# ---- step_controller ----
[config.mk]
export PLATFORM = sky130hd
export DESIGN_NAME = step_controller
export DESIGN_NICKNAME = d
export VERILOG_FILES = /design/src/rtl/step_controller_pkg.sv /design/src/rtl/step_rate_timer.sv /design/src/rtl/step_controller.sv
export SDC_FILE = /design/constraint.sdc
export NUM_CORES = 1
export LEC_CHECK = 0
export CAP_MARGIN = 20
export CORE_ASPECT_RATIO = 1.4
export CORE_UTILIZATION = 31
export CTS_CLUSTER_SIZE = 8
export DETAILED_ROUTE_END_ITERATION = 10
export HOLD_SLACK_MARGIN = 0.02
export PLACE_DENSITY_LB_ADDON = 0.05
export SLEW_MARGIN = 20
export SYNTH_ARGS = -nofsm -noshare
export SYNTH_HDL_FRONTEND = slang
export SYNTH_HIERARCHICAL = 1
export SYNTH_SLANG_ARGS = --single-unit
export TNS_END_PERCENT = 50
[constraint.sdc]
create_clock -name clk -period 5.7 [get_ports clk]
set_input_delay 0.855 -clock clk [delete_from_list [all_inputs] [get_ports clk]]
set_output_delay 0.855 -clock clk [all_outputs]
set_load 0.1 [all_outputs]
[src/rtl/step_controller_pkg.sv]
// -----------------------------------------------------------------------------
// stackCPU_DEFS
//   Shared definitions for the stackCPU single-step / free-run controller.
//   Contents:
//     PC_WIDTH_DEF      width of the stackCPU program counter
//     STEP_COUNT_WIDTH  width of the completed-step counter
//     RATE_WIDTH        width of the run-rate down-counter
//     step_state_t      controller FSM states
//     rate_period()     run-rate period for a given base and rate selector
// -----------------------------------------------------------------------------
package stackCPU_DEFS;

    localparam int unsigned PC_WIDTH_DEF     = 8;
    localparam int unsigned STEP_COUNT_WIDTH = 16;
    localparam int unsigned RATE_WIDTH       = 32;

    typedef enum logic [1:0] {
        IDLE,
        PULSE,
        WAIT_RES,
        STOPPED
    } step_state_t;

    // BASE >> rate_sel, floored at one cycle so a tiny base still ticks.
    function automatic logic [RATE_WIDTH-1:0] rate_period(
        input logic [RATE_WIDTH-1:0] base,
        input logic [2:0]            sel
    );
        logic [RATE_WIDTH-1:0] p;
        p = base >> sel;
        return (p == '0) ? RATE_WIDTH'(1) : p;
    endfunction

endpackage

[src/rtl/step_rate_timer.sv]
// -----------------------------------------------------------------------------
// step_rate_timer
//   Free-run step rate generator. Emits a one-cycle tick every
//   (BASE >> rate_sel) cycles while enable is high. BASE is CLK_FREQUENCY_HZ,
//   or 256 when SIMULATE is set so simulations stay short.
//   Ports:
//     clk       system clock, rising edge
//     resetn    asynchronous active-low reset
//     enable    counting enable (controller running flag)
//     rate_sel  rate selector, sampled only when the counter reloads
//     tick      registered one-cycle tick
// -----------------------------------------------------------------------------
module step_rate_timer
    import stackCPU_DEFS::*;
#(
    parameter int unsigned CLK_FREQUENCY_HZ = 8000000,
    parameter int unsigned SIMULATE         = 0
) (
    input  logic       clk,
    input  logic       resetn,
    input  logic       enable,
    input  logic [2:0] rate_sel,
    output logic       tick
);

    localparam logic [RATE_WIDTH-1:0] BASE =
        (SIMULATE != 0) ? RATE_WIDTH'(256) : RATE_WIDTH'(CLK_FREQUENCY_HZ);

    logic [RATE_WIDTH-1:0] count;
    logic [RATE_WIDTH-1:0] reload_value;
    logic                  enable_q;

    // A count cycle runs reload_value..0, i.e. exactly one period per tick.
    always_comb begin
        reload_value = rate_period(BASE, rate_sel) - RATE_WIDTH'(1);
    end

    always_ff @(posedge clk or negedge resetn) begin
        if (!resetn) begin
            count    <= '0;
            enable_q <= 1'b0;
            tick     <= 1'b0;
        end else begin
            enable_q <= enable;
            tick     <= 1'b0;
            if (!enable) begin
                count <= '0;
            end else if (!enable_q) begin
                // running just rose: start a fresh period
                count <= reload_value;
            end else if (count == '0) begin
                tick  <= 1'b1;
                count <= reload_value;
            end else begin
                count <= count - RATE_WIDTH'(1);
            end
        end
    end

endmodule

[src/rtl/step_controller.sv]
// -----------------------------------------------------------------------------
// step_controller
//   Single-step / free-run controller for the stackCPU. Issues one-cycle
//   single_step pulses from the step button or, in run mode, from the rate
//   timer; waits for valid_result (bounded by WAIT_TIMEOUT), counts completed
//   steps, stops on a program-counter breakpoint and locks up on halt/error
//   until reset.
//   Ports:
//     clk, resetn        clock (rising edge) / asynchronous active-low reset
//     step_btn, run_btn  debounced button levels (rising edge is the event)
//     rate_sel           run rate, 2^rate_sel steps per base period
//     bp_enable, bp_addr breakpoint enable and program-counter value
//     pc, valid_result,
//     halt, error        stackCPU status
//     single_step        one-cycle step pulse to the stackCPU
//     running            free-run mode active
//     bp_hit             sticky: stopped at the breakpoint
//     step_count         completed steps, wraps at 16 bits
// -----------------------------------------------------------------------------
module step_controller
    import stackCPU_DEFS::*;
#(
    parameter int unsigned CLK_FREQUENCY_HZ = 8000000,
    parameter int unsigned SIMULATE         = 0,
    parameter int unsigned WAIT_TIMEOUT     = 16
) (
    input  logic                        clk,
    input  logic                        resetn,
    input  logic                        step_btn,
    input  logic                        run_btn,
    input  logic [2:0]                  rate_sel,
    input  logic                        bp_enable,
    input  logic [PC_WIDTH_DEF-1:0]     bp_addr,
    input  logic [PC_WIDTH_DEF-1:0]     pc,
    input  logic                        valid_result,
    input  logic                        halt,
    input  logic                        error,
    output logic                        single_step,
    output logic                        running,
    output logic                        bp_hit,
    output logic [STEP_COUNT_WIDTH-1:0] step_count
);

    localparam int unsigned      TO_W    = $clog2(WAIT_TIMEOUT + 1);
    localparam logic [TO_W-1:0]  TO_LAST = TO_W'(WAIT_TIMEOUT - 1);

    step_state_t                 state;
    logic [TO_W-1:0]             timeout_cnt;
    logic [STEP_COUNT_WIDTH-1:0] count_q;
    logic                        tick;
    logic                        tick_pending;
    logic                        step_q;
    logic                        run_q;
    logic                        step_edge;
    logic                        run_edge;
    logic                        fault;
    logic                        tick_avail;
    logic                        bp_match;
    logic                        timed_out;

    step_rate_timer #(
        .CLK_FREQUENCY_HZ (CLK_FREQUENCY_HZ),
        .SIMULATE         (SIMULATE)
    ) u_rate_timer (
        .clk      (clk),
        .resetn   (resetn),
        .enable   (running),
        .rate_sel (rate_sel),
        .tick     (tick)
    );

    always_comb begin
        step_edge  = step_btn & ~step_q;
        run_edge   = run_btn & ~run_q;
        fault      = halt | error;
        tick_avail = tick | tick_pending;
        bp_match   = bp_enable && (pc == bp_addr);
        timed_out  = (timeout_cnt == TO_LAST);
    end

    assign step_count = count_q;

    // Later assignments in this block deliberately override earlier ones:
    // the run toggle is applied first, then state-specific effects
    // (fault, breakpoint) force running low on top of it.
    always_ff @(posedge clk or negedge resetn) begin
        if (!resetn) begin
            state        <= IDLE;
            single_step  <= 1'b0;
            running      <= 1'b0;
            bp_hit       <= 1'b0;
            count_q      <= '0;
            tick_pending <= 1'b0;
            timeout_cnt  <= '0;
            // copies start high so a button held through reset is not an edge
            step_q       <= 1'b1;
            run_q        <= 1'b1;
        end else begin
            step_q      <= step_btn;
            run_q       <= run_btn;
            single_step <= 1'b0;

            if (state != STOPPED && run_edge) begin
                running <= ~running;
                if (!running) begin
                    bp_hit <= 1'b0;
                end
            end

            // one-deep hold of ticks that arrive while a step is in flight
            if (tick && running && state != IDLE) begin
                tick_pending <= 1'b1;
            end
            if (running && run_edge) begin
                tick_pending <= 1'b0;
            end

            case (state)
                IDLE: begin
                    if (fault) begin
                        state        <= STOPPED;
                        running      <= 1'b0;
                        tick_pending <= 1'b0;
                    end else if (step_edge && !running) begin
                        state       <= PULSE;
                        single_step <= 1'b1;
                        bp_hit      <= 1'b0;
                    end else if (running && tick_avail && !run_edge) begin
                        // a run edge here is pausing, so the tick is dropped
                        state        <= PULSE;
                        single_step  <= 1'b1;
                        tick_pending <= 1'b0;
                    end
                end

                PULSE: begin
                    state       <= WAIT_RES;
                    timeout_cnt <= '0;
                end

                WAIT_RES: begin
                    if (valid_result || (timed_out && !fault)) begin
                        count_q <= count_q + 1'b1;
                    end
                    if (fault) begin
                        state        <= STOPPED;
                        running      <= 1'b0;
                        tick_pending <= 1'b0;
                        timeout_cnt  <= '0;
                    end else if (valid_result) begin
                        state       <= IDLE;
                        timeout_cnt <= '0;
                        if (bp_match) begin
                            bp_hit       <= 1'b1;
                            running      <= 1'b0;
                            tick_pending <= 1'b0;
                        end
                    end else if (timed_out) begin
                        state       <= IDLE;
                        timeout_cnt <= '0;
                    end else begin
                        timeout_cnt <= timeout_cnt + 1'b1;
                    end
                end

                STOPPED: begin
                    running      <= 1'b0;
                    tick_pending <= 1'b0;
                end

                default: begin
                    state <= IDLE;
                end
            endcase
        end
    end

endmodule

# ---- instr_fetch_unit ----
[src/rtl/instr_fetch_unit.sv]
`default_nettype none
// +--------------------------------------------------------------------------+
// | Module   : instr_fetch_unit                                              |
// | Purpose  : Fetch front end. Holds the program counter, issues one ROM     |
// |            byte address per cycle, tracks the 1-cycle ROM read latency   |
// |            and buffers returned words in a 2-entry FIFO so decode        |
// |            backpressure never drops an instruction. Branch/jump          |
// |            redirects flush every wrong-path fetch.                        |
// | Ports    : CLK, RST_N (async active-low)                                 |
// |            ROM_ADDR  (out 32) current fetch_pc, combinational            |
// |            ROM_DATA  (in  32) word for the address issued last cycle     |
// |            REDIRECT, REDIRECT_PC (in) new fetch target, bits [1:0] drop   |
// |            READY_IN  (in)     decode accepts the FIFO head               |
// |            VALID_OUT, INSTR_OUT, PC_OUT (out) registered FIFO head        |
// | Revision : 1.0  initial release                                          |
// +--------------------------------------------------------------------------+
module instr_fetch_unit #(
  parameter logic [31:0] RESET_PC   = 32'h0000_0000,  // low 2 bits must be 0
  parameter int          FIFO_DEPTH = 2               // only 2 is supported
) (
  input  logic        CLK,
  input  logic        RST_N,
  output logic [31:0] ROM_ADDR,
  input  logic [31:0] ROM_DATA,
  input  logic        REDIRECT,
  input  logic [31:0] REDIRECT_PC,
  input  logic        READY_IN,
  output logic        VALID_OUT,
  output logic [31:0] INSTR_OUT,
  output logic [31:0] PC_OUT
);

  localparam int CNT_W = $clog2(FIFO_DEPTH + 1);

  logic [31:0]      fetch_pc_q,   fetch_pc_d;
  logic             pending_q,    pending_d;
  logic [31:0]      pending_pc_q, pending_pc_d;
  logic [CNT_W-1:0] count_q,      count_d;
  // Entry 0 is the head and drives the outputs directly; entry 1 is behind it.
  logic [31:0]      head_instr_q, head_instr_d;
  logic [31:0]      head_pc_q,    head_pc_d;
  logic [31:0]      tail_instr_q, tail_instr_d;
  logic [31:0]      tail_pc_q,    tail_pc_d;

  logic             pop;
  logic             push;
  logic             issue;
  logic [CNT_W:0]   occ_after_pop;

  // The ROM ignores the byte offset, and so do we.
  logic             unused_redirect_lsbs;
  assign unused_redirect_lsbs = ^REDIRECT_PC[1:0];

  assign ROM_ADDR  = fetch_pc_q;
  assign VALID_OUT = (count_q != '0);
  assign INSTR_OUT = head_instr_q;
  assign PC_OUT    = head_pc_q;

  always_comb begin
    pop  = VALID_OUT & READY_IN;
    push = pending_q & ~REDIRECT;
    // Entries already committed (stored + in flight) once this cycle's pop
    // leaves; issuing only while this is <= 1 guarantees room on return.
    occ_after_pop = {1'b0, count_q} + (CNT_W + 1)'(pending_q) - (CNT_W + 1)'(pop);
    issue = ~REDIRECT & (occ_after_pop <= (CNT_W + 1)'(1));

    fetch_pc_d   = fetch_pc_q;
    pending_d    = pending_q;
    pending_pc_d = pending_pc_q;
    count_d      = count_q;
    head_instr_d = head_instr_q;
    head_pc_d    = head_pc_q;
    tail_instr_d = tail_instr_q;
    tail_pc_d    = tail_pc_q;

    if (REDIRECT) begin
      // A pop in this cycle already belongs to decode; everything else is
      // wrong-path, including the word arriving on ROM_DATA right now.
      count_d    = '0;
      pending_d  = 1'b0;
      fetch_pc_d = {REDIRECT_PC[31:2], 2'b00};
    end else begin
      if (issue) begin
        pending_d    = 1'b1;
        pending_pc_d = fetch_pc_q;
        fetch_pc_d   = fetch_pc_q + 32'd4;
      end else begin
        pending_d = 1'b0;
      end

      case ({push, pop})
        2'b10: begin
          if (count_q == '0) begin
            head_instr_d = ROM_DATA;
            head_pc_d    = pending_pc_q;
          end else begin
            tail_instr_d = ROM_DATA;
            tail_pc_d    = pending_pc_q;
          end
          count_d = count_q + CNT_W'(1);
        end
        2'b01: begin
          head_instr_d = tail_instr_q;
          head_pc_d    = tail_pc_q;
          count_d      = count_q - CNT_W'(1);
        end
        2'b11: begin
          // Occupancy unchanged; new word lands behind whatever remains.
          if (count_q == CNT_W'(1)) begin
            head_instr_d = ROM_DATA;
            head_pc_d    = pending_pc_q;
          end else begin
            head_instr_d = tail_instr_q;
            head_pc_d    = tail_pc_q;
            tail_instr_d = ROM_DATA;
            tail_pc_d    = pending_pc_q;
          end
        end
        default: ;
      endcase
    end
  end

  always_ff @(posedge CLK or negedge RST_N) begin
    if (!RST_N) begin
      fetch_pc_q   <= RESET_PC;
      pending_q    <= 1'b0;
      pending_pc_q <= 32'h0;
      count_q      <= '0;
      head_instr_q <= 32'h0;
      head_pc_q    <= 32'h0;
      tail_instr_q <= 32'h0;
      tail_pc_q    <= 32'h0;
    end else begin
      fetch_pc_q   <= fetch_pc_d;
      pending_q    <= pending_d;
      pending_pc_q <= pending_pc_d;
      count_q      <= count_d;
      head_instr_q <= head_instr_d;
      head_pc_q    <= head_pc_d;
      tail_instr_q <= tail_instr_d;
      tail_pc_q    <= tail_pc_d;
    end
  end

  always @(posedge CLK) begin
    if (RST_N) begin
      assert (({1'b0, count_q} + (CNT_W + 1)'(pending_q)) <= (CNT_W + 1)'(FIFO_DEPTH));
      assert (!(push && !pop && (count_q == CNT_W'(FIFO_DEPTH))));
      assert (!(pop && (count_q == '0)));
    end
  end

endmodule
`default_nettype wire

[config.mk]
export PLATFORM = sky130hd
export DESIGN_NAME = instr_fetch_unit
export DESIGN_NICKNAME = d
export VERILOG_FILES = /design/src/rtl/instr_fetch_unit.sv
export SDC_FILE = /design/constraint.sdc
export NUM_CORES = 1
export LEC_CHECK = 0
export CORE_ASPECT_RATIO = 1.2
export CORE_UTILIZATION = 45
export CTS_CLUSTER_DIAMETER = 30
export DETAILED_ROUTE_END_ITERATION = 16
export PLACE_DENSITY = 0.71
export SYNTH_ARGS = -nofsm -noshare
export SYNTH_HDL_FRONTEND = slang
export SYNTH_SLANG_ARGS = --single-unit
[constraint.sdc]
create_clock -name CLK -period 3.05 [get_ports CLK]
set_input_delay 0.915 -clock CLK [delete_from_list [all_inputs] [get_ports CLK]]
set_output_delay 0.915 -clock CLK [all_outputs]
set_load 0.05 [all_outputs]
Fig. 1: step_controller, sequential cells colored by netlist name
Other sequential cells in the stronger gray, the rest of the logic in the fainter gray.
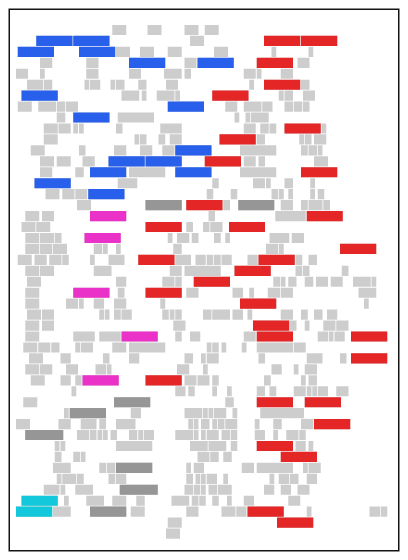
state: marked cyan, flops 2. step_count: marked blue, flops 16. u_rate_timer/count: marked red, flops 32. timeout_cnt: marked magenta, flops 5, where middle left.
Another 8 sequential cells are not colored.
Seq area share: 33.3%
end-of-flow core utilization: 39.5%
seq pwr: 594 uW

Fig. 2: step_controller, signal wires on met2
Cells faint in the background.
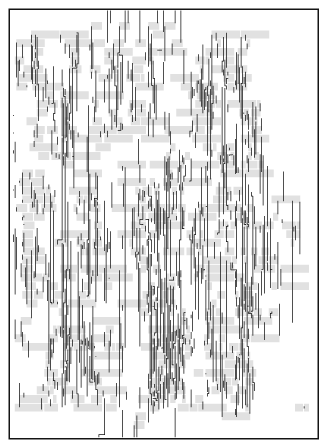
397 nets have wire on it. The longest straight run is 56.4 um. The layer carries 4960 um of wire. The wires run mostly vertical.
Routed Wire Length: 9700 um
via count: 3148
GRT met2 Usage: 28.3%

==> CHANGELOG.md, step_controller <==
### Implementation results

- Top cells by count: dfrtp_1 (61), nor2_1 (40), xnor2_1 (36)
- CTS tree: yes
- Setup CP Type: reg2out
- First-pass GRT wire length: 16200 um
- Vias in the first global route: 3230
- Post-synth seq share: 40.8%
- Register Area: 1580 um2
- Comb area leader: simple AND/OR/NAND/NOR gates
- Final TNS setup: 0 ns
- 1st-iter DRT viols: 200
- Flip-flops with a built-in enable: 0
- Slew @ Worst Pin: 0.985 ns
- Rel. slew slack: 33.7%
- Met1 Usage GRT: 19.6%
- Post_cts resized: 0
- ANT cells: 0
- WL/cell: 16.1 um
- Gr usage total: 16.5%
- Adders+Majority by Area: 4.21%
- Sequential Power Share: 24.4%
- Final tally of max-slew violations: 0
- Clock-cell share: 6.31%
- Layout clock buffers: 12
- Tightest Hold Check Type: reg2reg
- Max IR drop VDD: 0.302 mV
- Status: completed
- Multi-input comb cells: 312
Fig. 3: instr_fetch_unit, signal wires on met2
Cells faint in the background.
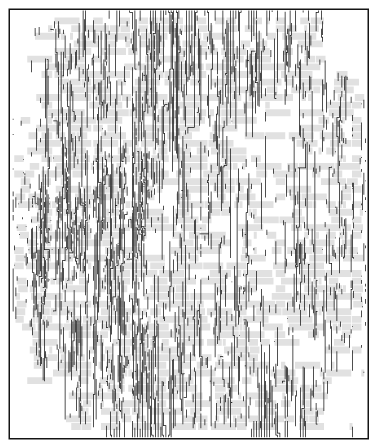
The layer holds 50% of the routed length. 839 nets have wire on it. The layer carries 9370 um of wire. The wires run mostly vertical.
GRT met2 Usage: 34.9%
Routed Wire Length: 18900 um
via count: 6012

==> CHANGELOG.md, instr_fetch_unit <==
### Implementation results

- P_int: 7.42 mW
- Count of non-CTS buffers in the layout: 196
- RePlAce Congestion: 0.859
- Nets: 965
- Met1 Usage GRT: 26.2%
- Status: completed
- Netlist cell types: 51
- Ys flops: 187
- Ports: 165
- IO Port Bufs: 158
- Hpwl dp: 13000 um
- Top pwr grp: combinational cells
- Mux frac, synth: 20.0%
- Gr usage total: 20.8%
- Yosys xor share: 1.57%
- Slew @ Worst Pin: 0.598 ns
- Drt first pass iters: 5
- WL met1: 8110 um
- Ys async rst share: 100%
- GR Overflow Total: 0
- Core Area: 18300 um2
- Worst r2r src: count_q[0]
- Design area: 11200 um2
- Die boundary height: 152 um
- Layout clock buffers: 17
- Clock Skew: 0.0121 ns
- Clock group share of total power: 17.3%
- Lkg Pwr: 4.97 nW
- R2R cell count: 13
- Clk sinks: 187
- Clk latency late pin: 0.44 ns
- Sw Pwr: 5.17 mW
- Dpl cells: 1123
- Highest metal layer with signal wires: met4
- Flop count: 187
- Final Instance Count excl. Fillers: 1156
- Clk buf depth: 2
- Post-CTS Setup Repair Bufs: 0
- Met2 WL: 9370 um
- Achievable Freq: 338 MHz
- Adders+Majority by Area: 0.977%
- Fin worst setup slack: 0.0904 ns
- Yosys cell count: 723
- Hold slack: 0.432 ns
- Max-Cap Viols: 0
- CTS Buf Count: 17
- Setup Viol. Count Final: 0
- MI comb area: 3630 um2
- R2r setup slk: 0.14 ns
- Rel. slew slack: 60.1%
- Power, Total: 12.6 mW
- Die width: 127 um
- Non-clk buf share: 17.7%
- Warning total across the stage logs: 31
- RSZ-0062 raised after global routing: false
- Reg clk slew, reported paths: 0.07 ns
- Max incr delay on CP: 0.53 ns
- Switching Share: 41.1%
- YS chip area: 8450 um2
- Tightest Hold Check Type: in2async
- Critical path startpoint: READY_IN
- Clk pwr: 2.18 mW
- Cell count after synthesis: 723
- Cells along the critical path: dlygate4sd2_1 -> nand2b_4 -> inv_4 -> ha_4 -> inv_2 -> ha_4 -> inv_2 -> fa_2 -> and3_4 -> nand2_2 -> or4_1 -> a31oi_1
- Area-dominant class: sequential cells
- Top-count cell post-synth: dfrtp_1

## Gallery

Logic cells by family.
panel A
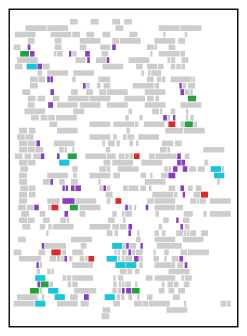
panel B
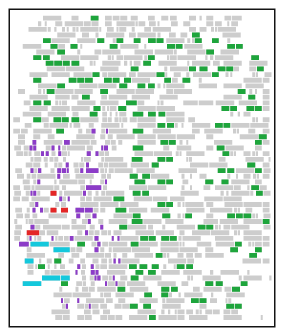
The one with the most cells is panel B.
- panel A = step_controller
- panel B = instr_fetch_unit

Key to panel B:
non-inverting ao/oa cells: marked red, cells 4. nand cells: marked purple, cells 69. fa/ha/maj cells: marked cyan, cells 6, where lower left. mux cells: marked green, cells 157, where spread over the die.


# ---- rr_delay_scheduler_flat ----
### config.mk
export PLATFORM = sky130hd
export DESIGN_NAME = rr_delay_scheduler_flat
export DESIGN_NICKNAME = d
export VERILOG_FILES = /design/src/rtl/rr_delay_scheduler_pkg.sv /design/src/rtl/rr_delay_scheduler_if.sv /design/src/rtl/rr_delay_scheduler_pick.sv /design/src/rtl/rr_delay_scheduler.sv /design/src/flat_wrapper.sv
export SDC_FILE = /design/constraint.sdc
export NUM_CORES = 1
export LEC_CHECK = 0
export CORE_MARGIN = 2
export CORE_UTILIZATION = 45
export DETAILED_ROUTE_END_ITERATION = 10
export GPL_TIMING_DRIVEN = 0
export PLACE_DENSITY = 0.74
export SETUP_SLACK_MARGIN = 0.2
export SLEW_MARGIN = 20
export SYNTH_ARGS = -nofsm -noshare
export SYNTH_HDL_FRONTEND = slang
export SYNTH_SLANG_ARGS = --single-unit
### constraint.sdc
create_clock -name clk -period 1.77 [get_ports clk]
set_input_delay 0.2655 -clock clk [delete_from_list [all_inputs] [get_ports clk]]
set_output_delay 0.2655 -clock clk [all_outputs]
set_load 0.005 [all_outputs]
### src/rtl/rr_delay_scheduler_pkg.sv
// Shared definitions for the round-robin delay scheduler: sequencer state
// encoding and the power-on delay value.
package rr_sched_pkg;

    localparam int STATE_W       = 2;
    localparam int DEFAULT_DELAY = 4;

    typedef enum logic [STATE_W-1:0] {
        IDLE = 2'b00,
        WAIT = 2'b01,
        DONE = 2'b10
    } state_t;

endpackage

### src/rtl/rr_delay_scheduler_if.sv
// Requester-side bus of the delay scheduler: level requests, delay config,
// and the owner/completion indications returned by the scheduler.
interface rr_delay_scheduler_if #(
    parameter int NUM_REQ = 4,
    parameter int CNT_W   = 4,
    parameter int ID_W    = $clog2(NUM_REQ)
);
    logic [NUM_REQ-1:0] req;
    logic               cfg_we;
    logic [CNT_W-1:0]   cfg_delay;
    logic [NUM_REQ-1:0] grant;
    logic [ID_W-1:0]    grant_id;
    logic               busy;
    logic [NUM_REQ-1:0] done;
    logic               abort;

    modport master (
        output req, cfg_we, cfg_delay,
        input  grant, grant_id, busy, done, abort
    );

    modport slave (
        input  req, cfg_we, cfg_delay,
        output grant, grant_id, busy, done, abort
    );
endinterface

### src/rtl/rr_delay_scheduler_pick.sv
// Combinational round-robin picker: first asserted request at or after
// rr_ptr, wrapping modulo NUM_REQ.
module rr_pick #(
    parameter int NUM_REQ = 4,
    parameter int ID_W    = $clog2(NUM_REQ)
) (
    input  logic [NUM_REQ-1:0] req,
    input  logic [ID_W-1:0]    rr_ptr,
    output logic               valid,
    output logic [ID_W-1:0]    winner
);
    logic [ID_W-1:0]    idx [NUM_REQ];
    logic [NUM_REQ-1:0] hit;

    // idx[gi] is the requester examined at search position gi
    for (genvar gi = 0; gi < NUM_REQ; gi++) begin : g_rot
        logic [ID_W:0] sum;
        assign sum     = {1'b0, rr_ptr} + (ID_W+1)'(gi);
        assign idx[gi] = (sum >= (ID_W+1)'(NUM_REQ)) ? ID_W'(sum - (ID_W+1)'(NUM_REQ))
                                                    : ID_W'(sum);
        assign hit[gi] = req[idx[gi]];
    end

    always_comb begin
        valid  = 1'b0;
        winner = '0;
        for (int k = NUM_REQ - 1; k >= 0; k--) begin
            if (hit[k]) begin
                valid  = 1'b1;
                winner = idx[k];
            end
        end
    end
endmodule

### src/rtl/rr_delay_scheduler.sv
// Shares one programmable wait timer between NUM_REQ requesters using
// round-robin arbitration; each job runs delay+1 WAIT cycles then pulses done.
module rr_delay_scheduler
    import rr_sched_pkg::*;
#(
    parameter int NUM_REQ = 4,
    parameter int CNT_W   = 4,
    parameter int ID_W    = $clog2(NUM_REQ)
) (
    input logic                 clk,
    input logic                 rst,
    rr_delay_scheduler_if.slave bus
);
    state_t             state_reg;
    logic [NUM_REQ-1:0] grant_reg;
    logic [ID_W-1:0]    grant_id_reg;
    logic               busy_reg;
    logic [NUM_REQ-1:0] done_reg;
    logic               abort_reg;
    logic [CNT_W-1:0]   count_reg;
    logic [CNT_W-1:0]   delay_cfg_reg;
    logic [CNT_W-1:0]   delay_q_reg;
    logic [ID_W-1:0]    rr_ptr_reg;

    logic               pick_valid;
    logic [ID_W-1:0]    pick_id;
    logic [ID_W-1:0]    ptr_next;

    rr_pick #(
        .NUM_REQ (NUM_REQ),
        .ID_W    (ID_W)
    ) u_pick (
        .req    (bus.req),
        .rr_ptr (rr_ptr_reg),
        .valid  (pick_valid),
        .winner (pick_id)
    );

    // The owner just served drops to lowest priority for the next pick
    assign ptr_next = (grant_id_reg == ID_W'(NUM_REQ - 1)) ? '0 : grant_id_reg + 1'b1;

    always_ff @(posedge clk) begin
        if (rst) begin
            state_reg     <= IDLE;
            grant_reg     <= '0;
            grant_id_reg  <= '0;
            busy_reg      <= 1'b0;
            done_reg      <= '0;
            abort_reg     <= 1'b0;
            count_reg     <= '0;
            delay_cfg_reg <= CNT_W'(DEFAULT_DELAY);
            delay_q_reg   <= CNT_W'(DEFAULT_DELAY);
            rr_ptr_reg    <= '0;
        end else begin
            if (bus.cfg_we) begin
                delay_cfg_reg <= bus.cfg_delay;
            end
            done_reg  <= '0;
            abort_reg <= 1'b0;

            case (state_reg)
                IDLE: begin
                    if (pick_valid) begin
                        state_reg    <= WAIT;
                        grant_reg    <= NUM_REQ'(1) << pick_id;
                        grant_id_reg <= pick_id;
                        busy_reg     <= 1'b1;
                        delay_q_reg  <= delay_cfg_reg;
                        count_reg    <= '0;
                    end
                end
                WAIT: begin
                    // Owner withdrawing its request wins over a same-cycle completion
                    if (!bus.req[grant_id_reg]) begin
                        state_reg    <= IDLE;
                        grant_reg    <= '0;
                        grant_id_reg <= '0;
                        busy_reg     <= 1'b0;
                        abort_reg    <= 1'b1;
                        count_reg    <= '0;
                        rr_ptr_reg   <= ptr_next;
                    end else if (count_reg == delay_q_reg) begin
                        state_reg <= DONE;
                        done_reg  <= grant_reg;
                        count_reg <= '0;
                    end else begin
                        count_reg <= count_reg + 1'b1;
                    end
                end
                DONE: begin
                    state_reg    <= IDLE;
                    grant_reg    <= '0;
                    grant_id_reg <= '0;
                    busy_reg     <= 1'b0;
                    rr_ptr_reg   <= ptr_next;
                end
                default: begin
                    state_reg    <= IDLE;
                    grant_reg    <= '0;
                    grant_id_reg <= '0;
                    busy_reg     <= 1'b0;
                    count_reg    <= '0;
                end
            endcase
        end
    end

    assign bus.grant    = grant_reg;
    assign bus.grant_id = grant_id_reg;
    assign bus.busy     = busy_reg;
    assign bus.done     = done_reg;
    assign bus.abort    = abort_reg;
endmodule

### src/flat_wrapper.sv
// flat-port wrapper written by rule: the top's interface ports become plain ports
module rr_delay_scheduler_flat import rr_sched_pkg::*;
#(
    parameter int NUM_REQ = 4,
    parameter int CNT_W   = 4,
    parameter int ID_W    = $clog2(NUM_REQ)
)
  (clk, rst, bus_req, bus_cfg_we, bus_cfg_delay, bus_grant, bus_grant_id, bus_busy, bus_done, bus_abort);
  rr_delay_scheduler_if #(.NUM_REQ(NUM_REQ), .CNT_W(CNT_W), .ID_W(ID_W)) bus_i ();
  input logic clk;
  input logic rst;
  input wire logic [$bits(bus_i.req)-1:0] bus_req;
  input wire logic [$bits(bus_i.cfg_we)-1:0] bus_cfg_we;
  input wire logic [$bits(bus_i.cfg_delay)-1:0] bus_cfg_delay;
  output wire logic [$bits(bus_i.grant)-1:0] bus_grant;
  output wire logic [$bits(bus_i.grant_id)-1:0] bus_grant_id;
  output wire logic [$bits(bus_i.busy)-1:0] bus_busy;
  output wire logic [$bits(bus_i.done)-1:0] bus_done;
  output wire logic [$bits(bus_i.abort)-1:0] bus_abort;
  assign bus_i.req = bus_req;
  assign bus_i.cfg_we = bus_cfg_we;
  assign bus_i.cfg_delay = bus_cfg_delay;
  assign bus_grant = bus_i.grant;
  assign bus_grant_id = bus_i.grant_id;
  assign bus_busy = bus_i.busy;
  assign bus_done = bus_i.done;
  assign bus_abort = bus_i.abort;
  rr_delay_scheduler #(.NUM_REQ(NUM_REQ), .CNT_W(CNT_W), .ID_W(ID_W)) u_core (.clk(clk), .rst(rst), .bus(bus_i));
endmodule
# ---- cosim_stim_gen ----
## src/rtl/cosim_stim_pkg.sv

```systemverilog
// Shared types, constants and LFSR helpers for the cosim stimulus source
// and the response-signature stage that reuses its LFSR.
package cosim_stim_pkg;

  typedef enum logic [1:0] {
    IDLE = 2'd0,
    EXH  = 2'd1,
    RAND = 2'd2,
    DONE = 2'd3
  } state_t;

  localparam logic [31:0] LFSR_POLY = 32'h80200003;

  // Per-word masks applied to the LFSR state to build one 128-bit vector.
  localparam logic [31:0] WORD_XOR0 = 32'h00000000;
  localparam logic [31:0] WORD_XOR1 = 32'h5A5A5A5A;
  localparam logic [31:0] WORD_XOR2 = 32'hFFFFFFFF;
  localparam logic [31:0] WORD_XOR3 = 32'hC3C3C3C3;

  function automatic logic [31:0] lfsr_next(input logic [31:0] s);
    return (s >> 1) ^ (s[0] ? LFSR_POLY : 32'h0);
  endfunction

  // A zero seed would lock the LFSR, so it is replaced by 1.
  function automatic logic [31:0] seed_fix(input logic [31:0] s);
    return (s == 32'h0) ? 32'h00000001 : s;
  endfunction

  function automatic logic [127:0] rand_vec(input logic [31:0] s);
    return {s ^ WORD_XOR3, s ^ WORD_XOR2, s ^ WORD_XOR1, s ^ WORD_XOR0};
  endfunction

endpackage

```

## src/rtl/cosim_lfsr32.sv

```systemverilog
// 32-bit Galois LFSR with synchronous seed load and gated advance.
module cosim_lfsr32
  import cosim_stim_pkg::*;
#(
  parameter logic [31:0] SEED = 32'h00000001
) (
  input  logic        clk,
  input  logic        rst_n,
  input  logic        load,
  input  logic [31:0] seed,
  input  logic        advance,
  output logic [31:0] state
);

  always_ff @(posedge clk or negedge rst_n) begin
    if (!rst_n) begin
      state <= seed_fix(SEED);
    end else if (load) begin
      state <= seed_fix(seed);
    end else if (advance) begin
      state <= lfsr_next(state);
    end
  end

endmodule

```

## src/rtl/cosim_stim_gen.sv

```systemverilog
// Stimulus source: exhaustive sweep of the low input bits, then LFSR-driven
// random vectors, offered over valid/ready with all outputs registered.
module cosim_stim_gen
  import cosim_stim_pkg::*;
#(
  parameter int unsigned EXH_BITS = 5,
  parameter int unsigned NRAND    = 256,
  parameter logic [31:0] SEED     = 32'h00000001
) (
  input  logic         clk,
  input  logic         rst_n,
  input  logic         start,
  output logic         busy,
  output logic         done,
  output logic         vec_valid,
  input  logic         vec_ready,
  output logic [127:0] vec_data,
  output logic [31:0]  vec_idx
);

  state_t              state;
  logic [EXH_BITS-1:0] exh_cnt;
  logic [31:0]         rand_cnt;
  logic [31:0]         lfsr_q;
  logic                xfer;
  logic                go;
  logic                lfsr_adv;

  assign xfer     = vec_valid && vec_ready;
  assign go       = start && ((state == IDLE) || (state == DONE));
  assign lfsr_adv = (state == RAND) && xfer;

  cosim_lfsr32 #(.SEED(SEED)) u_lfsr (
    .clk     (clk),
    .rst_n   (rst_n),
    .load    (go),
    .seed    (SEED),
    .advance (lfsr_adv),
    .state   (lfsr_q)
  );

  always_ff @(posedge clk or negedge rst_n) begin
    if (!rst_n) begin
      state     <= IDLE;
      busy      <= 1'b0;
      done      <= 1'b0;
      vec_valid <= 1'b0;
      vec_data  <= '0;
      vec_idx   <= '0;
      exh_cnt   <= '0;
      rand_cnt  <= '0;
    end else begin
      case (state)
        IDLE, DONE: begin
          if (start) begin
            state     <= EXH;
            busy      <= 1'b1;
            done      <= 1'b0;
            vec_valid <= 1'b1;
            vec_data  <= '0;
            vec_idx   <= '0;
            exh_cnt   <= '0;
            rand_cnt  <= '0;
          end
        end
        EXH: begin
          if (xfer) begin
            vec_idx <= vec_idx + 32'd1;
            if (&exh_cnt) begin
              // The LFSR still holds the seed here, so the first random
              // vector is presented with no bubble.
              if (NRAND > 0) begin
                state    <= RAND;
                vec_data <= rand_vec(lfsr_q);
              end else begin
                state     <= DONE;
                busy      <= 1'b0;
                done      <= 1'b1;
                vec_valid <= 1'b0;
              end
            end else begin
              exh_cnt  <= exh_cnt + EXH_BITS'(1);
              vec_data <= 128'(exh_cnt + EXH_BITS'(1));
            end
          end
        end
        RAND: begin
          if (xfer) begin
            vec_idx  <= vec_idx + 32'd1;
            rand_cnt <= rand_cnt + 32'd1;
            if (rand_cnt == NRAND - 1) begin
              state     <= DONE;
              busy      <= 1'b0;
              done      <= 1'b1;
              vec_valid <= 1'b0;
            end else begin
              vec_data <= rand_vec(lfsr_next(lfsr_q));
            end
          end
        end
        default: state <= IDLE;
      endcase
    end
  end

endmodule

```

## config.mk

```make
export PLATFORM = sky130hd
export DESIGN_NAME = cosim_stim_gen
export DESIGN_NICKNAME = d
export VERILOG_FILES = /design/src/rtl/cosim_stim_pkg.sv /design/src/rtl/cosim_lfsr32.sv /design/src/rtl/cosim_stim_gen.sv
export SDC_FILE = /design/constraint.sdc
export NUM_CORES = 1
export LEC_CHECK = 0
export CAP_MARGIN = 20
export CELL_PAD_IN_SITES_DETAIL_PLACEMENT = 1
export CELL_PAD_IN_SITES_GLOBAL_PLACEMENT = 2
export CORE_MARGIN = 5
export CORE_UTILIZATION = 35
export DETAILED_ROUTE_END_ITERATION = 8
export PLACE_DENSITY_LB_ADDON = 0.1
export SLEW_MARGIN = 40
export SYNTH_ARGS = -nofsm -noshare
export SYNTH_HDL_FRONTEND = slang
export SYNTH_SLANG_ARGS = --single-unit
export TNS_END_PERCENT = 5
```

## constraint.sdc

```tcl
create_clock -name clk -period 6.39 [get_ports clk]
set_clock_uncertainty 0.05 [all_clocks]
set_input_delay 0.639 -clock clk [delete_from_list [all_inputs] [get_ports clk]]
set_output_delay 0.639 -clock clk [all_outputs]
set_load 0.1 [all_outputs]
```

# ---- synaptic_input_integrator_flat ----
**config.mk**
```make
export PLATFORM = sky130hd
export DESIGN_NAME = synaptic_input_integrator_flat
export DESIGN_NICKNAME = d
export VERILOG_FILES = /design/src/rtl/synaptic_input_integrator_if.sv /design/src/rtl/synaptic_input_integrator.sv /design/src/flat_wrapper.sv
export SDC_FILE = /design/constraint.sdc
export NUM_CORES = 1
export LEC_CHECK = 0
export CAP_MARGIN = 20
export CELL_PAD_IN_SITES_DETAIL_PLACEMENT = 1
export CELL_PAD_IN_SITES_GLOBAL_PLACEMENT = 1
export CORE_MARGIN = 2
export CORE_UTILIZATION = 30
export CTS_CLUSTER_DIAMETER = 200
export DETAILED_ROUTE_END_ITERATION = 10
export PLACE_DENSITY = 0.55
export SYNTH_ARGS = -nofsm -noshare
export SYNTH_HDL_FRONTEND = slang
export SYNTH_SLANG_ARGS = --single-unit
```
**constraint.sdc**
```tcl
create_clock -name clk -period 10.9 [get_ports clk]
set_input_delay 2.18 -clock clk [delete_from_list [all_inputs] [get_ports clk]]
set_output_delay 2.18 -clock clk [all_outputs]
set_load 0.01 [all_outputs]
```
**src/rtl/synaptic_input_integrator_if.sv**
```systemverilog
// rtl/synaptic_input_integrator_if.sv - timestep handshake, weight write and current output bundle
interface synaptic_input_integrator_if #(
   parameter int N_PRE = 16,
   parameter int AW    = 4
);
   logic [N_PRE-1:0] fired_vec;
   logic             step_valid;
   logic             step_ready;
   logic [16:0]      bias;
   logic             wr_en;
   logic [AW-1:0]    wr_addr;
   logic [16:0]      wr_data;
   logic [16:0]      i_out;
   logic             i_valid;
   logic             busy;

   modport master (
      output fired_vec, step_valid, bias, wr_en, wr_addr, wr_data,
      input  step_ready, i_out, i_valid, busy
   );

   modport slave (
      input  fired_vec, step_valid, bias, wr_en, wr_addr, wr_data,
      output step_ready, i_out, i_valid, busy
   );
endinterface

```
**src/rtl/synaptic_input_integrator.sv**
```systemverilog
// rtl/synaptic_input_integrator.sv - serial spike-weighted current accumulator, one result per timestep
// Optional leaky carry-over of the previous current: SYN_LEAK_DECAY_EN.
module synaptic_input_integrator #(
   parameter int N_PRE     = 16,
   parameter int AW        = 4,
   parameter int TAU_SHIFT = 2
) (
   input logic                      clk,
   input logic                      asyn_reset,
   synaptic_input_integrator_if.slave bus
);
   typedef enum logic [1:0] {
      IDLE = 2'd0,
      SCAN = 2'd1,
      DONE = 2'd2
   } state_t;

   localparam logic [AW-1:0] LAST_IDX = AW'(N_PRE - 1);

   state_t           state_q, state_d;
   logic [N_PRE-1:0] spk_q, spk_d;
   logic [16:0]      acc_q, acc_d;
   logic [AW-1:0]    idx_q, idx_d;
   logic [16:0]      i_out_q, i_out_d;
   logic             i_valid_q, i_valid_d;
   logic [16:0]      w_q [N_PRE];
   logic [16:0]      start_acc;
   logic [17:0]      scan_sum;

   // Clamp an 18-bit sum of two 17-bit values back onto the 17-bit rails.
   function automatic logic [16:0] sat17(input logic [17:0] s);
      if (s[17] != s[16]) begin
         return s[17] ? 17'h10000 : 17'h0FFFF;
      end
      return s[16:0];
   endfunction

   assign scan_sum = {acc_q[16], acc_q} + {w_q[idx_q][16], w_q[idx_q]};

`ifdef SYN_LEAK_DECAY_EN
   logic [16:0]        leak_q;
   logic signed [18:0] leak_sum;

   assign leak_q   = $signed(i_out_q) >>> TAU_SHIFT;
   assign leak_sum = $signed({{2{i_out_q[16]}}, i_out_q})
                   + $signed({{2{bus.bias[16]}}, bus.bias})
                   - $signed({{2{leak_q[16]}}, leak_q});
   assign start_acc = (leak_sum > 19'sh0FFFF)  ? 17'h0FFFF :
                      (leak_sum < -19'sh10000) ? 17'h10000 : leak_sum[16:0];
`else
   assign start_acc = bus.bias;
`endif

   always_ff @(posedge clk or posedge asyn_reset) begin
      if (asyn_reset) begin
         state_q   <= IDLE;
         spk_q     <= '0;
         acc_q     <= '0;
         idx_q     <= '0;
         i_out_q   <= '0;
         i_valid_q <= 1'b0;
      end else begin
         state_q   <= state_d;
         spk_q     <= spk_d;
         acc_q     <= acc_d;
         idx_q     <= idx_d;
         i_out_q   <= i_out_d;
         i_valid_q <= i_valid_d;
      end
   end

   // Writes land on the edge, so a scan reading the same slot still sees the old weight.
   always_ff @(posedge clk or posedge asyn_reset) begin
      if (asyn_reset) begin
         for (int k = 0; k < N_PRE; k++) begin
            w_q[k] <= '0;
         end
      end else if (bus.wr_en) begin
         w_q[bus.wr_addr] <= bus.wr_data;
      end
   end

   always_comb begin
      state_d   = state_q;
      spk_d     = spk_q;
      acc_d     = acc_q;
      idx_d     = idx_q;
      i_out_d   = i_out_q;
      i_valid_d = 1'b0;
      case (state_q)
         IDLE: begin
            if (bus.step_valid) begin
               spk_d   = bus.fired_vec;
               acc_d   = start_acc;
               idx_d   = '0;
               state_d = SCAN;
            end
         end
         SCAN: begin
            if (spk_q[idx_q]) begin
               acc_d = sat17(scan_sum);
            end
            idx_d = idx_q + AW'(1);
            if (idx_q == LAST_IDX) begin
               state_d = DONE;
            end
         end
         DONE: begin
            i_out_d   = acc_q;
            i_valid_d = 1'b1;
            state_d   = IDLE;
         end
         default: begin
            state_d = IDLE;
         end
      endcase
   end

   assign bus.step_ready = (state_q == IDLE);
   assign bus.busy       = (state_q == SCAN);
   assign bus.i_out      = i_out_q;
   assign bus.i_valid    = i_valid_q;
endmodule

```
**src/flat_wrapper.sv**
```systemverilog
// flat-port wrapper written by rule: the top's interface ports become plain ports
module synaptic_input_integrator_flat 
#(
   parameter int N_PRE     = 16,
   parameter int AW        = 4,
   parameter int TAU_SHIFT = 2
)
  (clk, asyn_reset, bus_fired_vec, bus_step_valid, bus_bias, bus_wr_en, bus_wr_addr, bus_wr_data, bus_step_ready, bus_i_out, bus_i_valid, bus_busy);
  synaptic_input_integrator_if #(.N_PRE(N_PRE), .AW(AW)) bus_i ();
  input logic clk;
  input logic asyn_reset;
  input wire logic [$bits(bus_i.fired_vec)-1:0] bus_fired_vec;
  input wire logic [$bits(bus_i.step_valid)-1:0] bus_step_valid;
  input wire logic [$bits(bus_i.bias)-1:0] bus_bias;
  input wire logic [$bits(bus_i.wr_en)-1:0] bus_wr_en;
  input wire logic [$bits(bus_i.wr_addr)-1:0] bus_wr_addr;
  input wire logic [$bits(bus_i.wr_data)-1:0] bus_wr_data;
  output wire logic [$bits(bus_i.step_ready)-1:0] bus_step_ready;
  output wire logic [$bits(bus_i.i_out)-1:0] bus_i_out;
  output wire logic [$bits(bus_i.i_valid)-1:0] bus_i_valid;
  output wire logic [$bits(bus_i.busy)-1:0] bus_busy;
  assign bus_i.fired_vec = bus_fired_vec;
  assign bus_i.step_valid = bus_step_valid;
  assign bus_i.bias = bus_bias;
  assign bus_i.wr_en = bus_wr_en;
  assign bus_i.wr_addr = bus_wr_addr;
  assign bus_i.wr_data = bus_wr_data;
  assign bus_step_ready = bus_i.step_ready;
  assign bus_i_out = bus_i.i_out;
  assign bus_i_valid = bus_i.i_valid;
  assign bus_busy = bus_i.busy;
  synaptic_input_integrator #(.N_PRE(N_PRE), .AW(AW), .TAU_SHIFT(TAU_SHIFT)) u_core (.clk(clk), .asyn_reset(asyn_reset), .bus(bus_i));
endmodule
```
# ---- morse_tx ----
$ cat src/rtl/morse_tx.sv
// Morse-code transmitter for a packed BCD word, most significant digit first.
// Digits are 5-symbol codes; marks and spaces are timed in units of UNIT_CYCLES clocks.
module morse_tx #(
   parameter int DIGITS      = 4,
   parameter int UNIT_CYCLES = 4
) (
   input  logic                  clk,
   input  logic                  reset,
   input  logic                  ready,
   input  logic [4*DIGITS-1:0]   number,
   output logic                  tone,
   output logic                  busy,
   output logic                  done,
   output logic                  err
);

   localparam int CW = $clog2(3*UNIT_CYCLES + 1);
   localparam logic [CW-1:0] DOT_M1  = CW'(UNIT_CYCLES - 1);
   localparam logic [CW-1:0] DASH_M1 = CW'(3*UNIT_CYCLES - 1);

   typedef enum logic [2:0] {IDLE, MARK, SPACE, GAP, DONE} state_t;

   state_t              state, state_n;
   logic [4*DIGITS-1:0] word, word_n;
   logic [2:0]          sym, sym_n;
   logic [3:0]          dig, dig_n;
   logic [CW-1:0]       cnt, cnt_n;
   logic                bad_bcd;
   logic [3:0]          top;

   assign top = word[4*DIGITS-1 -: 4];

   // Digits 0..5 are dots then dashes; 6..9 are dashes then dots.
   function automatic logic is_dash(input logic [3:0] d, input logic [2:0] s);
      if (d <= 4'd5) return ({1'b0, s} >= d);
      else           return ({1'b0, s} < (d - 4'd5));
   endfunction

   always_comb begin
      bad_bcd = 1'b0;
      for (int i = 0; i < DIGITS; i++)
         if (number[4*i +: 4] > 4'd9) bad_bcd = 1'b1;
   end

   // The unit counter counts down; a phase ends when it reaches zero.
   always_comb begin
      state_n = state;
      word_n  = word;
      sym_n   = sym;
      dig_n   = dig;
      cnt_n   = cnt;
      unique case (state)
         IDLE: begin
            if (ready && !bad_bcd) begin
               state_n = MARK;
               word_n  = number;
               sym_n   = 3'd0;
               dig_n   = 4'(DIGITS - 1);
               cnt_n   = is_dash(number[4*DIGITS-1 -: 4], 3'd0) ? DASH_M1 : DOT_M1;
            end
         end
         MARK: begin
            if (cnt != '0) begin
               cnt_n = cnt - CW'(1);
            end else if (sym != 3'd4) begin
               state_n = SPACE;
               cnt_n   = DOT_M1;
            end else if (dig != 4'd0) begin
               state_n = GAP;
               cnt_n   = DASH_M1;
               word_n  = word << 4;
               dig_n   = dig - 4'd1;
               sym_n   = 3'd0;
            end else begin
               state_n = DONE;
            end
         end
         SPACE: begin
            if (cnt != '0) begin
               cnt_n = cnt - CW'(1);
            end else begin
               state_n = MARK;
               sym_n   = sym + 3'd1;
               cnt_n   = is_dash(top, sym + 3'd1) ? DASH_M1 : DOT_M1;
            end
         end
         GAP: begin
            if (cnt != '0) begin
               cnt_n = cnt - CW'(1);
            end else begin
               state_n = MARK;
               cnt_n   = is_dash(top, 3'd0) ? DASH_M1 : DOT_M1;
            end
         end
         DONE:    state_n = IDLE;
         default: state_n = IDLE;
      endcase
   end

   // Outputs are registered from the next state so they line up with it.
   always_ff @(posedge clk or negedge reset) begin
      if (!reset) begin
         state <= IDLE;
         word  <= '0;
         sym   <= '0;
         dig   <= '0;
         cnt   <= '0;
         tone  <= 1'b0;
         busy  <= 1'b0;
         done  <= 1'b0;
         err   <= 1'b0;
      end else begin
         state <= state_n;
         word  <= word_n;
         sym   <= sym_n;
         dig   <= dig_n;
         cnt   <= cnt_n;
         tone  <= (state_n == MARK);
         busy  <= (state_n != IDLE);
         done  <= (state_n == DONE);
         if (state == IDLE && ready) err <= bad_bcd;
      end
   end

endmodule

$ cat config.mk
export PLATFORM = sky130hd
export DESIGN_NAME = morse_tx
export DESIGN_NICKNAME = d
export VERILOG_FILES = /design/src/rtl/morse_tx.sv
export SDC_FILE = /design/constraint.sdc
export NUM_CORES = 1
export LEC_CHECK = 0
export ABC_CLOCK_PERIOD_IN_PS = 4400
export CORE_MARGIN = 2
export CORE_UTILIZATION = 60
export CTS_CLUSTER_SIZE = 14
export DETAILED_ROUTE_END_ITERATION = 16
export PLACE_DENSITY_LB_ADDON = 0.2
export SYNTH_ARGS = -nofsm -noshare
export SYNTH_HDL_FRONTEND = slang
export SYNTH_SLANG_ARGS = --single-unit
$ cat constraint.sdc
create_clock -name clk -period 4.4 [get_ports clk]
set_clock_uncertainty 0.2 [all_clocks]
set_input_delay 0.88 -clock clk [delete_from_list [all_inputs] [get_ports clk]]
set_output_delay 0.88 -clock clk [all_outputs]
set_load 0.02 [all_outputs]
Fig. 4: rr_delay_scheduler_flat, routing congestion map
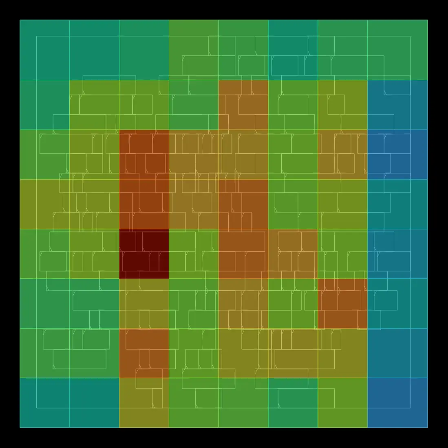
gr usage total: 16.3%
end-of-flow core utilization: 61.5%

Fig. 5: rr_delay_scheduler_flat, the metal 3 layer
Bar = 20 um.
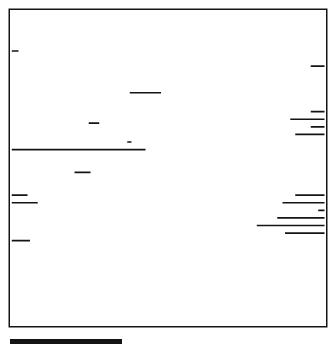
17 nets have wire on it. The wires run mostly horizontal. The layer holds 4.0% of the routed length. The longest straight run is 23.7 um. The layer carries 102 um of wire.
via count: 1040
grt met3 use: 3.23%
Routed Wire Length: 2530 um

==> CHANGELOG.md, rr_delay_scheduler_flat <==
### Implementation results

- Count of non-CTS buffers in the layout: 32
- Die ar.: 3210 um2
- Most instantiated logic cells after routing: dfxtp_1 (26), clkdlybuf4s50_1 (16), nor2_1 (15), inv_1 (8), mux2i_1 (8)
- Worst Path Buf+Inv: 1
- Fill count: 236
- Root Buffer: clkbuf_4
- Post-CTS Setup Repair Bufs: 3
- Worst Path Arrival: 1.97 ns
- MI comb area: 688 um2
- Flip-flops with a built-in enable: 0
- Top cells by count: dfxtp_1 (28), nor2_1 (15), inv_1 (8), mux2i_1 (8), nand2_1 (8)
- Tightest Hold Check Type: in2reg
- Seq area share: 34.2%
- RSZ-0062 raised after global routing: true
- Highest metal layer with signal wires: met4
- Setup Viol. Count Final: 0
- RePlAce Congestion: 0.753
- Flop count: 28
- Most used routing layer: met2
- Cell Area, Synth: 1250 um2
- AO/OA Area Share: 17.0%
- Slew @ Worst Pin: 0.634 ns
- R2r setup slk: 0.03 ns
- Clock Skew: 0.00342 ns
- Hold Vio Cnt, Final: 0
- Switching Share: 26.4%
- Warning total across the stage logs: 29
- Rel. slew slack: 57.4%
- Post-Place Cell Area: 1500 um2
- Cell count after synthesis: 132
- Core Area: 2690 um2
- DP Worst Slack: -0.491 ns
- Status: completed
- ANT cells: 0
- Avg Vias per Cell: 5.36
- Final tally of max-slew violations: 0
- Layout clock buffers: 4
- Cell area power density: 829 nW/um2
- Sw Pwr: 361 uW
- GRT met2 Usage: 28.4%
- Netlist cell types: 37
- Die width: 56.7 um
- IO Port Bufs: 21
- Hold buffers post-CTS: 0
- Die boundary height: 56.7 um
- WL met1: 1090 um
- Final TNS setup: 0 ns
- DRC: 0
- Fin crit period: 1.74 ns
- Syn_area_per_cell: 9.45 um2
- Post-synth seq share: 44.9%
- Pin count of the biggest net entering global routing: 17
- Max IR drop VDD: 0.629 mV
- Comb area share: 41.6%
- Critical path startpoint: u_core.bus.grant_id[0]
- Worst r2r src: u_core.bus.grant_id[0]
- Area-dominant class: logic gates
- Ports: 23
- Max-Cap Viols: 0
- Floorplan Nets: 145
- Gate power share: 22.4%
- Comb area leader: simple AND/OR/NAND/NOR gates
- CTS Buf Count: 3
- Multi-input comb cells: 91
- Hold slack: 0.324 ns
- Hold path startpoint: bus_cfg_we
- Clock-cell share: 2.88%
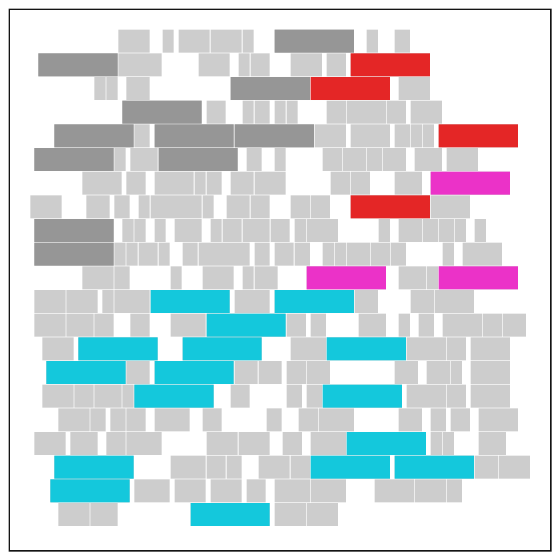
Fig. 6. Sequential cells colored by netlist name (morse_tx).
Other sequential cells in the stronger gray, the rest of the logic in the fainter gray.
sym: marked magenta, flops 3. word: marked cyan, flops 16. cnt: marked red, flops 4.
Another 11 sequential cells are not colored.
Seq area share: 36.5%
Register Area: 851 um2
seq pwr: 551 uW
end-of-flow core utilization: 71.0%

==> CHANGELOG.md, morse_tx <==
### Implementation results

- RSZ-0062 raised after global routing: false
- Most instantiated logic cells after routing: dfrtp_1 (34), clkdlybuf4s50_1 (22), nor2_1 (16), ha_1 (15)
- Dpl cells: 264
- Yosys warns: 0
- FP Util: 61.6%
- Top pwr grp: combinational cells
- WL/cell: 16.3 um
- Via count: 1631
- Met1 Usage GRT: 34.4%
- Nets: 259
- Sw Pwr: 508 uW
- Logic power comb: 564 uW
- WL met1: 1950 um
- ANT cells: 0
- Post-CTS Setup Repair Bufs: 0
- Hold path startpoint: err
- Sequential Power Share: 42.5%
- Multi-input comb cells: 145
- First-pass GRT wire length: 7150 um
- Status: completed
- YS chip area: 2020 um2
- Fin crit period: 2.91 ns
- Tightest Hold Check Type: reg2reg
- Critical-path top delay cell: clkdlybuf4s50_1
- Most used routing layer: met2
- Cell area power density: 555 nW/um2
- Post_cts resized: 0
- Drt first pass iters: 4
- DP Worst Slack: 1.13 ns
- 1st-iter DRT viols: 104
- Ratio of cells with drive above 1 in the final layout: 12.8%
- RePlAce Congestion: 0.889
- Comb area share: 45.8%
- Post-synth seq share: 42.1%
- Vias in the first global route: 1596
- Clk buf depth: 2
- FF-to-FF End: word[13]
- Clk pwr: 180 uW
- Met2 WL: 2210 um
- Avg Vias per Cell: 6.00
- Pin count of the biggest net entering global routing: 35
- Adders+Majority by Area: 9.28%
- Fin worst setup slack: 1.49 ns
- Most numerous logic cell after layout: dfrtp_1
- Post-Place Cell Area: 2270 um2
- Setup CP Type: in2reg
- Warning total across the stage logs: 32
- Flop count: 34
- Max IR drop VDD: 0.375 mV
- Top cell area share: 42.1%
- Max incr delay on CP: 0.46 ns
- Mux frac, synth: 0.990%
- Final tally of max-slew violations: 0
- CTS Buf Count: 5
- Worst Setup EP: word[13]
- Crit path depth: 6
- Lkg Pwr: 0.992 nW
- Comb area leader: AND-OR/OR-AND gates
- Startpoint Class: input port
- Hold slack: 0.306 ns
- Clk sinks: 34
- # Taps: 46
- Reg clk slew, reported paths: 0.09 ns
- MI comb area: 1070 um2
- Final TNS setup: 0 ns
- Clock-cell share: 2.57%
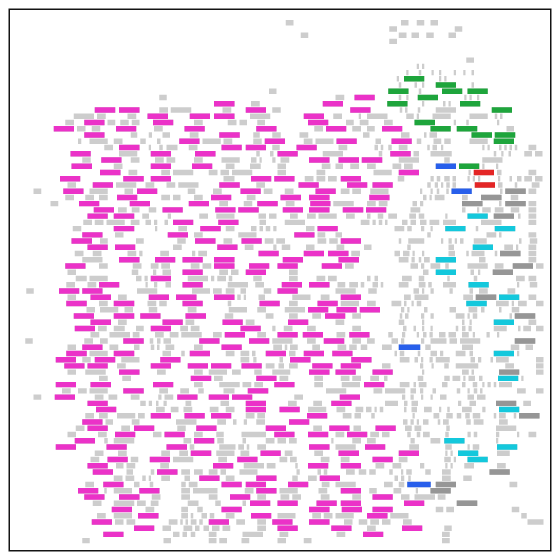
Fig. 7. Sequential cells colored by netlist name (synaptic_input_integrator_flat).
Other sequential cells in the stronger gray, the rest of the logic in the fainter gray.
u_core.acc_q: marked cyan, flops 17. u_core.spk_q: marked green, flops 16, where upper right. u_core.state_q: marked red, flops 2. u_core.idx_q: marked blue, flops 4. u_core.w_q: marked magenta, flops 272.
Another 18 sequential cells are not colored.
end-of-flow core utilization: 35.7%
seq pwr: 1.78 mW
Register Area: 8240 um2
Seq area share: 43.8%

Fig. 8: synaptic_input_integrator_flat, signal wires on met2
Cells faint in the background.
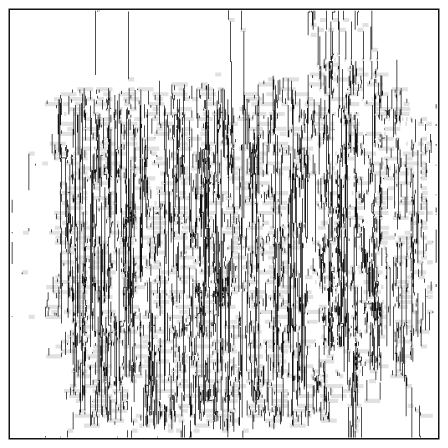
1266 nets have wire on it. The layer carries 22.7 mm of wire.
via count: 10364
GRT met2 Usage: 28.8%

==> CHANGELOG.md, synaptic_input_integrator_flat <==
### Implementation results

- WL/cell: 22.8 um
- Comb area share: 39.8%
- Worst r2r src: u_core.idx_q[0]
- Simple Share, Synth: 5.84%
- Cell count after synthesis: 1245
- Top cell area share: 51.3%
- DRC: 0
- Mux frac, synth: 30.1%
- Max FFs per register: 272
- DP Worst Slack: 5.43 ns
- Fin crit period: 5.44 ns
- Avg Vias per Cell: 5.16
- Syn-to-layout area delta: 17.2%
- Max-Cap Viols: 0
- Setup Viol. Count Final: 0
- Yosys xor share: 0.273%
- Post-Place Cell Area: 17600 um2
- Post-CTS Setup Repair Bufs: 0
- Design area: 18800 um2
- Clk buf depth: 3
- IO Port Bufs: 77
- Hpwl dp: 26800 um
- Syn_area_per_cell: 12.9 um2
- P_int: 3.56 mW
- Synth area leader: dfrtp_1
- Final Instance Count excl. Fillers: 2007
- Top cells by area, synth: dfrtp_1 (51%), mux2_2 (22%), mux4_2 (5.2%), mux2i_1 (3.4%), nand2_1 (2.4%)
- Comb area leader: multiplexers
- Final tally of max-slew violations: 0
- Multi-input comb cells: 814
- Fill count: 5507
- Hold Vio Cnt, Final: 0
- Met2 WL: 22700 um
- Grt met3 use: 2.39%
- Yosys cell count: 1245
- Worst Path Arrival: 5.81 ns
- Floorplan Nets: 1322
- FP Util: 30.4%
- Post-synth seq share: 51.3%
- Status: completed
- Nets: 1372
- Ys async rst share: 100%
Fig. 9: cosim_stim_gen, signal wires on met2
Cells faint in the background.
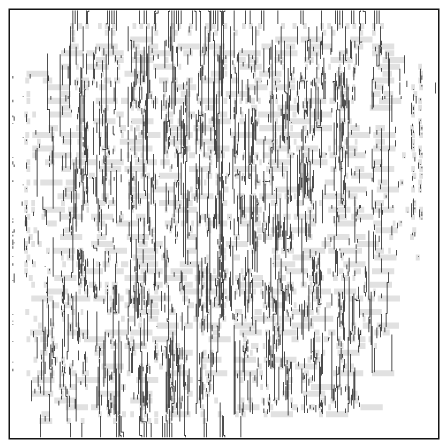
The layer carries 10500 um of wire. The longest straight run is 76.5 um. The wires run mostly vertical.
Routed Wire Length: 23800 um
GRT met2 Usage: 24.7%

==> CHANGELOG.md, cosim_stim_gen <==
### Implementation results

- RSZ-0062 raised after global routing: false
- Ys flops: 174
- Seq pwr: 1.29 mW
- Setup Viol. Count Final: 0
- Gr usage total: 16.5%
- Final Instance Count excl. Fillers: 1365
- Clock group share of total power: 24.3%
- Ports: 167
- RePlAce Congestion: 0.741
- Hpwl dp: 15600 um
- Final tally of max-slew violations: 0
- Yosys warns: 0
- Clk buf depth: 2
- Top-count cell post-synth: dfrtp_1
- Comb area share: 38.3%
- FP Util: 35.2%
- Met1 Usage GRT: 25.1%
- Most common reg cell: dfrtp_1
- Cell count after synthesis: 936
- Top cells by area, synth: dfrtp_1 (48%), mux2_2 (8.2%), buf_4 (5.2%), nor2_1 (5.1%), nand2_1 (3.9%)
- Cells along the critical path: inv_1 -> ha_2 -> buf_4 -> and2_2 -> o2111ai_2 -> or4_4 -> or4_1 -> a21oi_1
- Multi-input comb cells: 627
- Critical Path Fanout Max: 77
- First-pass GRT wire length: 39600 um
- Synth area leader: dfrtp_1
- R2R cell count: 8
- Post-CTS Setup Repair Bufs: 0
- Flop count: 174
- H-tree levels: 4
- Register Area: 4360 um2
- Ratio of cells with drive above 1 in the final layout: 28.0%
- Nets: 1028
- CP Capture Type: flop
- YS chip area: 9060 um2
- Initial antenna violation count: 0
- Die boundary height: 171 um
- Worst Setup EP: vec_idx[31]
- Most numerous logic cell after layout: dfrtp_1
- Hold path startpoint: vec_data[77]
- Layout clock buffers: 18
- WL/cell: 17.4 um
- Rel. slew slack: 47.6%
- Top cell area share: 47.8%
- Inverters: 19
- Grt met3 use: 2.89%
- Adders+Majority by Area: 0.966%
- Gate power share: 45.7%
- Max FFs per register: 69
- P_int: 2.20 mW
- Yosys xor share: 3.86%
- Clock-cell share: 5.56%
- CTS Buf Count: 17
- Status: completed


==> gallery <==
The metal 3 layer.
(a)
Bar = 20 um.
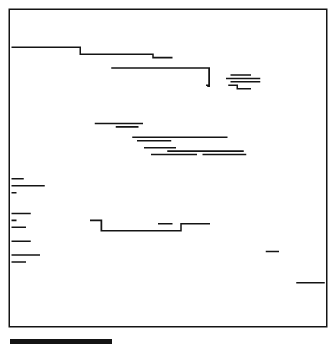
(b)
Bar = 20 um.
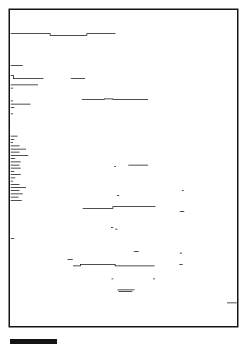
(c)
Bar = 50 um.
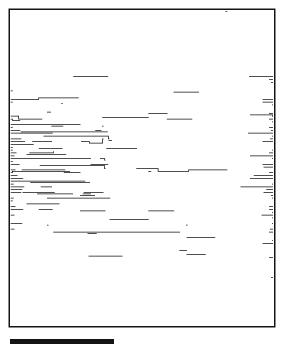
(d)
Bar = 50 um.
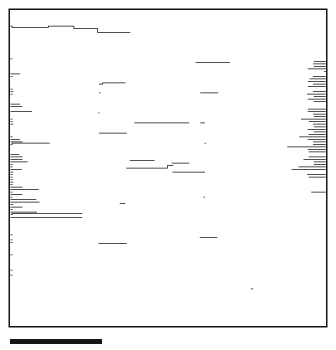
The one with the smallest die is (a).
(a) -> morse_tx
(b) -> step_controller
(c) -> instr_fetch_unit
(d) -> cosim_stim_gen


==> notes/layouts.md <==
Pictures saved along the way, in no particular order.

Logic cells by family.
shot_01.png
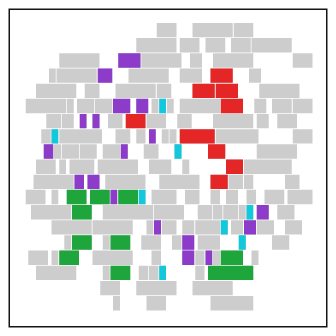
shot_02.png
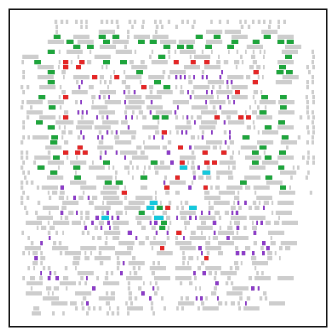
shot_03.png
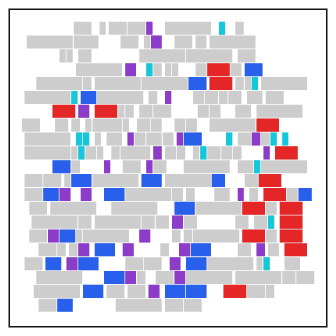
shot_04.png
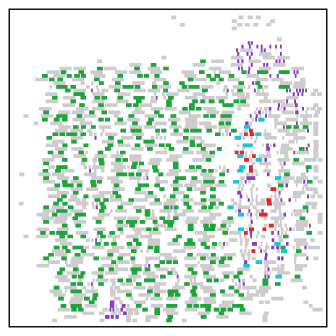
| from | picture |
|---|---|
| synaptic_input_integrator_flat | shot_04.png |
| morse_tx | shot_03.png |
| cosim_stim_gen | shot_02.png |
| rr_delay_scheduler_flat | shot_01.png |
The one with the most cells is shot_04.png.
The one with the fewest cells is shot_01.png.

Key to shot_04.png:
mux cells: marked green, cells 399. fa/ha/maj cells: marked cyan, cells 19. nand cells: marked purple, cells 140. non-inverting ao/oa cells: marked red, cells 18, where middle right.

Power is estimated from default activity; no workload was simulated.
